# ---- mux_scan_ctrl ----
Figure 1. Sequential cells colored by netlist name (mux_scan_ctrl).
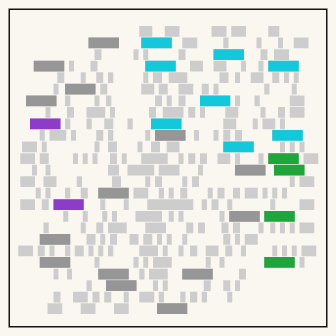

--- src/rtl/mux_scan_ctrl.sv ---
// Scan sequencer for a 4:1 single-bit mux: steps sel through channels 0..3, settles,
// samples y, and publishes the assembled 4-bit word with a one-cycle done strobe.
module mux_scan_ctrl #(
    parameter int unsigned SETTLE = 1,
    parameter int unsigned CNT_W  = 8
) (
    input  logic             clk_i,
    input  logic             rst_i,
    input  logic             start_i,
    input  logic             cont_i,
    input  logic [3:0]       ch_mask_i,
    input  logic             y_i,
    output logic [1:0]       sel_o,
    output logic             busy_o,
    output logic             done_o,
    output logic [3:0]       word_o,
    output logic [CNT_W-1:0] scan_cnt_o
);

    typedef enum logic [1:0] {StIdle, StWait, StDone} state_e;

    localparam logic [3:0] SettleM1 = 4'(SETTLE - 1);

    state_e             state_q, state_d;
    logic [1:0]         sel_q, sel_d;
    logic [3:0]         cnt_q, cnt_d;
    logic [3:0]         shadow_q, shadow_d;
    logic [3:0]         mask_q, mask_d;
    logic [3:0]         word_q, word_d;
    logic [CNT_W-1:0]   scan_cnt_q, scan_cnt_d;
    logic               advance;

    always_comb begin
        state_d    = state_q;
        sel_d      = sel_q;
        cnt_d      = cnt_q;
        shadow_d   = shadow_q;
        mask_d     = mask_q;
        word_d     = word_q;
        scan_cnt_d = scan_cnt_q;
        advance    = 1'b0;

        unique case (state_q)
            StIdle: begin
                if (start_i) begin
                    mask_d   = ch_mask_i;
                    shadow_d = 4'b0000;
                    sel_d    = 2'd0;
                    cnt_d    = SettleM1;
                    state_d  = StWait;
                end
            end
            StWait: begin
                // Masked channels skip settling and take a single cycle.
                if (!mask_q[sel_q]) begin
                    shadow_d[sel_q] = 1'b0;
                    advance         = 1'b1;
                end else if (cnt_q != 4'd0) begin
                    cnt_d = cnt_q - 4'd1;
                end else begin
                    shadow_d[sel_q] = y_i;
                    advance         = 1'b1;
                end

                if (advance) begin
                    if (sel_q != 2'd3) begin
                        sel_d = sel_q + 2'd1;
                        cnt_d = SettleM1;
                    end else begin
                        word_d     = shadow_d;
                        scan_cnt_d = scan_cnt_q + CNT_W'(1);
                        state_d    = StDone;
                    end
                end
            end
            StDone: begin
                sel_d = 2'd0;
                if (cont_i) begin
                    mask_d   = ch_mask_i;
                    shadow_d = 4'b0000;
                    cnt_d    = SettleM1;
                    state_d  = StWait;
                end else begin
                    state_d = StIdle;
                end
            end
            default: begin
                state_d = StIdle;
                sel_d   = 2'd0;
            end
        endcase
    end

    always_ff @(posedge clk_i) begin
        if (rst_i) begin
            state_q    <= StIdle;
            sel_q      <= 2'd0;
            cnt_q      <= 4'd0;
            shadow_q   <= 4'b0000;
            mask_q     <= 4'b0000;
            word_q     <= 4'b0000;
            scan_cnt_q <= '0;
        end else begin
            state_q    <= state_d;
            sel_q      <= sel_d;
            cnt_q      <= cnt_d;
            shadow_q   <= shadow_d;
            mask_q     <= mask_d;
            word_q     <= word_d;
            scan_cnt_q <= scan_cnt_d;
        end
    end

    assign sel_o      = sel_q;
    assign busy_o     = (state_q != StIdle);
    assign done_o     = (state_q == StDone);
    assign word_o     = word_q;
    assign scan_cnt_o = scan_cnt_q;

endmodule

--- config.mk ---
export PLATFORM = sky130hd
export DESIGN_NAME = mux_scan_ctrl
export DESIGN_NICKNAME = d
export VERILOG_FILES = /design/src/rtl/mux_scan_ctrl.sv
export SDC_FILE = /design/constraint.sdc
export NUM_CORES = 1
export LEC_CHECK = 0
export ABC_AREA = 1
export CELL_PAD_IN_SITES_DETAIL_PLACEMENT = 1
export CELL_PAD_IN_SITES_GLOBAL_PLACEMENT = 2
export CORE_UTILIZATION = 31
export DETAILED_ROUTE_END_ITERATION = 6
export PLACE_DENSITY = 0.82
export SYNTH_ARGS = -nofsm -noshare
export SYNTH_HDL_FRONTEND = slang
export SYNTH_SLANG_ARGS = --single-unit
export TNS_END_PERCENT = 30
--- constraint.sdc ---
create_clock -name clk_i -period 2.2 [get_ports clk_i]
set_input_delay 0.22 -clock clk_i [delete_from_list [all_inputs] [get_ports clk_i]]
set_output_delay 0.22 -clock clk_i [all_outputs]
set_load 0.005 [all_outputs]
# ---- data_mem_arbiter ----
## config.mk

```make
export PLATFORM = sky130hd
export DESIGN_NAME = data_mem_arbiter
export DESIGN_NICKNAME = d
export VERILOG_FILES = /design/src/rtl/mem_arb_pkg.sv /design/src/rtl/rr_picker.sv /design/src/rtl/data_mem_arbiter.sv
export SDC_FILE = /design/constraint.sdc
export NUM_CORES = 1
export LEC_CHECK = 0
export CORE_AREA = 2 2 84 86
export DETAILED_ROUTE_END_ITERATION = 8
export DIE_AREA = 0 0 86 88
export PLACE_DENSITY = 0.79
export SLEW_MARGIN = 20
export SYNTH_ARGS = -nofsm -noshare
export SYNTH_HDL_FRONTEND = slang
export SYNTH_SLANG_ARGS = --single-unit
```

## constraint.sdc

```tcl
create_clock -name clk -period 2.15 [get_ports clk]
set_clock_uncertainty 0.05 [all_clocks]
set_input_delay 0.215 -clock clk [delete_from_list [all_inputs] [get_ports clk]]
set_output_delay 0.215 -clock clk [all_outputs]
set_load 0.1 [all_outputs]
```

## src/rtl/mem_arb_pkg.sv

```systemverilog
// Shared types and constants for the DataMemory arbiter.
package mem_arb_pkg;

   // Arbiter FSM encoding
   typedef enum logic [1:0] {
      IDLE  = 2'd0,
      ISSUE = 2'd1,
      RESP  = 2'd2
   } state_t;

   // DataMemory read latency in cycles (issue to data)
   localparam int unsigned MEM_READ_LAT = 1;

   // Width of a requester index (supports up to 4 requesters)
   localparam int unsigned OWN_W = 2;

   // DataMemory port geometry
   localparam int unsigned WE_W   = 4;
   localparam int unsigned DATA_W = 32;

endpackage

```

## src/rtl/rr_picker.sv

```systemverilog
// Round-robin winner selection: first set request at or after rr_ptr, wrapping.
module rr_picker
   import mem_arb_pkg::*;
#(
   parameter int unsigned NUM_REQ = 2
) (
   input  logic [NUM_REQ-1:0] req,
   input  logic [OWN_W-1:0]   rr_ptr,
   output logic [OWN_W-1:0]   winner,
   output logic               found
);

   logic             hi_found;
   logic [OWN_W-1:0] hi_win;
   logic             lo_found;
   logic [OWN_W-1:0] lo_win;

   // Lowest set index >= rr_ptr wins; otherwise lowest set index below rr_ptr
   always_comb begin
      hi_found = 1'b0;
      hi_win   = '0;
      lo_found = 1'b0;
      lo_win   = '0;
      for (int j = 0; j < NUM_REQ; j++) begin
         if (req[j]) begin
            if (OWN_W'(j) >= rr_ptr) begin
               if (!hi_found) begin
                  hi_found = 1'b1;
                  hi_win   = OWN_W'(j);
               end
            end else if (!lo_found) begin
               lo_found = 1'b1;
               lo_win   = OWN_W'(j);
            end
         end
      end
      found  = hi_found | lo_found;
      winner = hi_found ? hi_win : lo_win;
   end

endmodule

```

## src/rtl/data_mem_arbiter.sv

```systemverilog
// Round-robin arbiter sharing one DataMemory port between NUM_REQ requesters,
// with req/gnt/rvalid handshake and lock-driven bursts capped at MAX_LOCK grants.
module data_mem_arbiter
   import mem_arb_pkg::*;
#(
   parameter int unsigned NUM_REQ  = 2,
   parameter int unsigned ADDR_W   = 11,
   parameter int unsigned MAX_LOCK = 4
) (
   input  logic                        clk,
   input  logic                        reset,
   input  logic [NUM_REQ-1:0]          req,
   input  logic [NUM_REQ-1:0]          lock,
   input  logic [WE_W*NUM_REQ-1:0]     req_we,
   input  logic [ADDR_W*NUM_REQ-1:0]   req_addr,
   input  logic [DATA_W*NUM_REQ-1:0]   req_wdata,
   output logic [NUM_REQ-1:0]          gnt,
   output logic [NUM_REQ-1:0]          rvalid,
   output logic [DATA_W-1:0]           rdata,
   output logic                        mem_en,
   output logic [WE_W-1:0]             mem_we,
   output logic [ADDR_W-1:0]           mem_addr,
   output logic [DATA_W-1:0]           mem_wdata,
   input  logic [DATA_W-1:0]           mem_rdata,
   output logic [OWN_W-1:0]            owner
);

   localparam int unsigned CNT_W = $clog2(MAX_LOCK + 1);

   state_t             state;
   state_t             state_nxt;
   logic [OWN_W-1:0]   owner_nxt;
   logic [OWN_W-1:0]   rr_ptr;
   logic [OWN_W-1:0]   rr_nxt;
   logic [OWN_W-1:0]   rr_inc;
   logic [CNT_W-1:0]   lock_cnt;
   logic [CNT_W-1:0]   cnt_nxt;
   logic               lock_q;
   logic               lock_q_nxt;
   logic               cnt_room;

   logic               sel_req;
   logic               sel_lock;
   logic [WE_W-1:0]    sel_we;
   logic [ADDR_W-1:0]  sel_addr;
   logic [DATA_W-1:0]  sel_wdata;
   logic [NUM_REQ-1:0] owner_oh;
   logic               is_read;

   logic [OWN_W-1:0]   winner;
   logic               found;

   rr_picker #(
      .NUM_REQ (NUM_REQ)
   ) u_picker (
      .req    (req),
      .rr_ptr (rr_ptr),
      .winner (winner),
      .found  (found)
   );

   // Mux the current owner's request fields onto the shared path
   always_comb begin
      sel_req   = 1'b0;
      sel_lock  = 1'b0;
      sel_we    = '0;
      sel_addr  = '0;
      sel_wdata = '0;
      owner_oh  = '0;
      for (int j = 0; j < NUM_REQ; j++) begin
         if (owner == OWN_W'(j)) begin
            owner_oh[j] = 1'b1;
            sel_req     = req[j];
            sel_lock    = lock[j];
            sel_we      = req_we[j*WE_W +: WE_W];
            sel_addr    = req_addr[j*ADDR_W +: ADDR_W];
            sel_wdata   = req_wdata[j*DATA_W +: DATA_W];
         end
      end
   end

   assign is_read  = (sel_we == '0);
   assign cnt_room = (lock_cnt < CNT_W'(MAX_LOCK - 1));
   assign rr_inc   = (owner == OWN_W'(NUM_REQ - 1)) ? '0 : owner + OWN_W'(1);

   // State and arbitration bookkeeping registers
   always_ff @(posedge clk or posedge reset) begin
      if (reset) begin
         state    <= IDLE;
         owner    <= '0;
         rr_ptr   <= '0;
         lock_cnt <= '0;
         lock_q   <= 1'b0;
      end else begin
         state    <= state_nxt;
         owner    <= owner_nxt;
         rr_ptr   <= rr_nxt;
         lock_cnt <= cnt_nxt;
         lock_q   <= lock_q_nxt;
      end
   end

   // Next-state and bookkeeping updates
   always_comb begin
      state_nxt  = state;
      owner_nxt  = owner;
      rr_nxt     = rr_ptr;
      cnt_nxt    = lock_cnt;
      lock_q_nxt = lock_q;
      case (state)
         IDLE: begin
            if (found) begin
               owner_nxt = winner;
               state_nxt = ISSUE;
            end
         end
         ISSUE: begin
            if (!sel_req) begin
               // Withdrawal: release without advancing the pointer
               cnt_nxt   = '0;
               state_nxt = IDLE;
            end else if (is_read) begin
               lock_q_nxt = sel_lock;
               state_nxt  = RESP;
            end else if (sel_lock && cnt_room) begin
               cnt_nxt = lock_cnt + CNT_W'(1);
            end else begin
               cnt_nxt   = '0;
               rr_nxt    = rr_inc;
               state_nxt = IDLE;
            end
         end
         RESP: begin
            if (lock_q && cnt_room) begin
               cnt_nxt   = lock_cnt + CNT_W'(1);
               state_nxt = ISSUE;
            end else begin
               cnt_nxt   = '0;
               rr_nxt    = rr_inc;
               state_nxt = IDLE;
            end
         end
         default: begin
            state_nxt = IDLE;
         end
      endcase
   end

   // Handshake and memory port outputs decoded from state
   always_comb begin
      gnt       = '0;
      rvalid    = '0;
      rdata     = '0;
      mem_en    = 1'b0;
      mem_we    = '0;
      mem_addr  = '0;
      mem_wdata = '0;
      case (state)
         ISSUE: begin
            mem_en    = sel_req;
            mem_we    = sel_req ? sel_we : '0;
            mem_addr  = sel_addr;
            mem_wdata = sel_wdata;
            gnt       = owner_oh & {NUM_REQ{sel_req}};
         end
         RESP: begin
            rvalid = owner_oh;
            rdata  = mem_rdata;
         end
         default: begin
         end
      endcase
   end

endmodule

```

Figure 2. Routing congestion map (data_mem_arbiter).
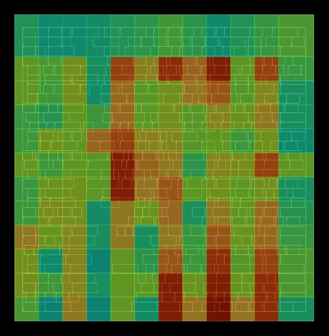
met2 usage: 39.6%
fin util: 73.4%
GRT Total Usage: 20.0%
routed len/inst: 16.4 um

==> impl_metrics.csv, data_mem_arbiter <==
group,metric,value,unit
global_routing,grt_pass1_vias,2368,
synth,synth_area,1460,sq um
worst_setup_path,crit_family,"buffers and inverters",
global_routing,busiest_layer,"met2",
synth,fp_nets,334,
floorplanning,nWellTaps,80,
worst_setup_path,worst-path-buf-inv,3,
power_and_ir_drop,comb_power,0.00658,W
synth,synthFlopType,"dfrtp_1",
layout,diodes,0,
cts,post_cts_resized,1,
timing,max_freq,477,MHz
global_routing,antenna_found_initial,0,
layout,comb_cells,172,
cts,ctsHoldBuffers,0,
synth,simple_gate_area_share,33.7,%
detailed_routing,route.detailed.drc,0,
layout,clkCellAreaFrac,0.923,%
detailed_routing,drt-met1-wl,2670,um
synth,ys_warn_count,0,
layout,seq_area_share,4.18,%
power_and_ir_drop,comb_power_share,93.2,%
synth,ys_types,36,
synth,avgSynthCellArea,7.26,sq um
layout,comb_share,28.7,%
cts,cts-root-buf,"clkbuf_8",
layout,regArea,204,sq um
layout,syn_to_final_growth,234,%
run_status,status,"complete, no violations",
data_mem_arbiter: final timing paths:
path | slack, ns | startpoint | to | cells after the start
worst max register to register | 0.06 | owner[0] | lock_cnt[0] | 4
worst min register to register | 0.47 | rr_ptr[0] | rr_ptr[0] | 2
worst max-delay path | 0.05 | owner[0] | mem_en | 5
worst min-delay path | 0.20 | reset | lock_cnt[1] | 2
min in group clk | 0.47 | rr_ptr[0] | rr_ptr[0] | 2
max in group asynchronous | 1.57 | reset | owner[0] | 2
data_mem_arbiter: registers in the layout, summed over array words and instances, names as in the netlist:
name	cells
lock_cnt	3
lock_q	1
owner	1
rr_ptr	1
state	2
Figure 3. PDN straps and rails (mux_scan_ctrl).
Bar = 20 um. Pins as bars on the die edge. Tap cells in gray.
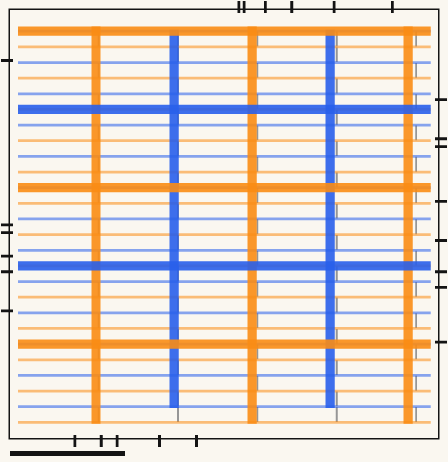
- blue: VDD
- orange: VSS
- tap cells: 67
- signal pins: 25
- met5 straps: 5
- rows: 25
- met1 rails: 26
Die X: 74.4 um
Die H: 74.4 um

Figure 4. Routed metal, one color a layer (mux_scan_ctrl).
Only two layers are drawn.
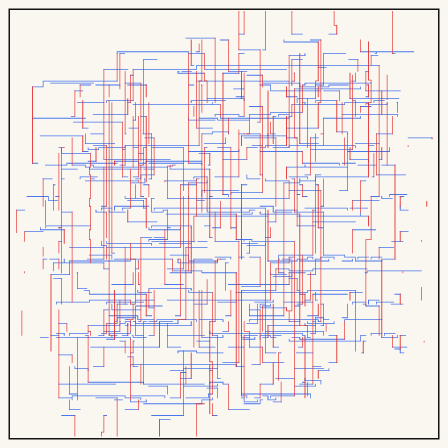
- blue: met1 (wire length 2040 um)
- red: met2 (wire length 2010 um)
GRT Total Usage: 16.9%
via count: 1545
routed len/inst: 12.8 um
Detailed Route WL: 4190 um

About Figure 1:
- purple: state_q (placed flops 2)
- cyan: scan_cnt_o (placed flops 8)
- green: word_o (placed flops 4; where right middle)
flop share of the area: 28.1%
fin util: 40.9%
FF/Latch Area: 561 sq um
sequential power: 0.000550 W

==> impl_metrics.csv, mux_scan_ctrl <==
group,metric,value,unit
run_status,status,"complete, no violations",
worst_setup_path,endpoint_kind,"output pin",
timing,fin_crit_sh,74.1,%
power_and_ir_drop,comb_power,0.000234,W
cts,insertion_delay,0.28,ns
power_and_ir_drop,power_leakage,0.855,nW
synth,edf_count,0,
synth,syn_inst,236,
floorplanning,rows,25,
global_routing,antenna_found_initial,0,
layout,num-clock-buffers,3,
synth,ys_cells,236,
worst_setup_path,worst-path-buf-inv,2,
worst_setup_path,critPathMaxStageDelay,0.50,ns
layout,logic_area,913,sq um
layout,flop-count,28,
detailed_routing,top_layer_used,"met4",
min_path,min_from,"mask_q[1]",
min_path,min_path_cells,2,
min_path,holdCritPathClass,"reg -> reg",
worst_setup_path,worstSetupEndpoint,"done_o",
cts,ctsHoldBuffers,0,
worst_setup_path,reg2reg_from,"sel_o[1]",
synth,most_common_cell,"nand2_1",
layout,comb_cells,172,
power_and_ir_drop,comb_power_share,19.3,%
cts,post_cts_resized,0,
layout,lay_top_count,"nand2_1",
global_routing,grt_pass1_wl,7160,um
synth,ys_warn_count,0,
## mux_scan_ctrl: stage by stage
step / hold WS [ns] / setup slack [ns] / instance area (sq um)
floorplan: 0.289 / 0.871 / 1630
global route: 0.532 / 0.422 / 2000
global placement: 0.469 / 0.573 / 1930
finish: 0.503 / 0.570 / 2000
detailed placement: 0.489 / 0.548 / 1930
CTS: 0.511 / 0.554 / 2000
## mux_scan_ctrl: worst reg2reg max path: cells and delay by family, from the launching register on
kind,cells,cell delay (ns)
compound gates,1,0.11
fa+ha+maj,1,0.39
buf+inv,1,0.20
flops,1,0.47
simple gates,2,0.37


==> layout pictures side by side <==
A small window of the routed layout.
image #1
Region (52, 10) to (77, 35) um. Cells in gray, sequential cells in the stronger gray; small squares are vias.
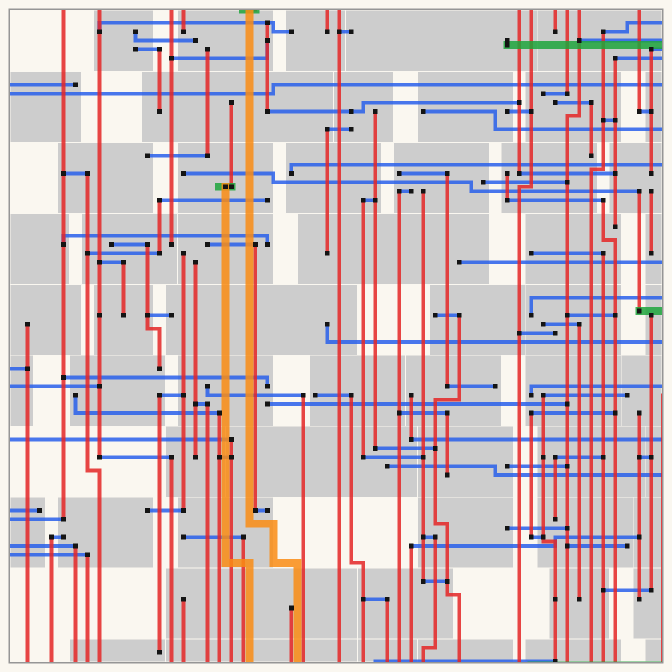
image #2
Region (43, 6) to (68, 31) um. Cells in gray, sequential cells in the stronger gray; small squares are vias.
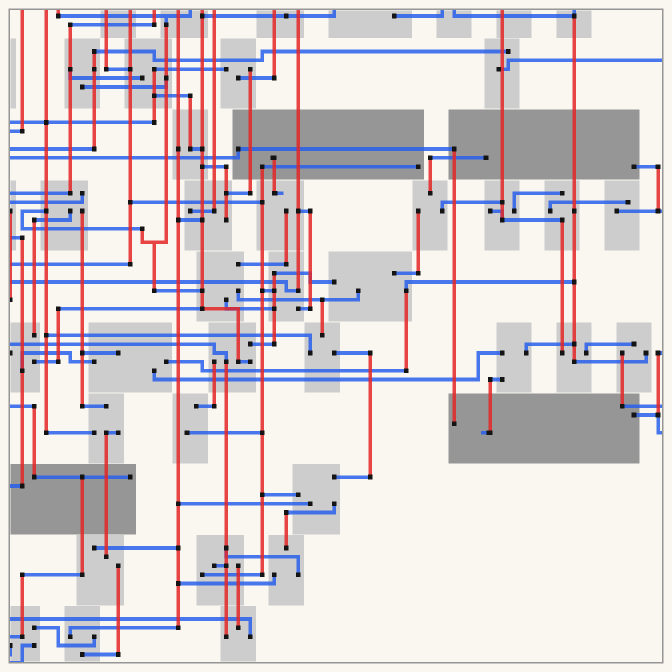
mux_scan_ctrl is image #2.
data_mem_arbiter is image #1.

Key to image #2:
- red: met2
- blue: met1
- most frequent: nand2_1 (13), o21ai_0 (5), dfxtp_1 (4)
- sequential cells in the window: 4
- cells with their middle in the window: 35
- netlist names of flops here include: shadow_q (2), word_o (2)

Power and IR drop assume default switching activity.
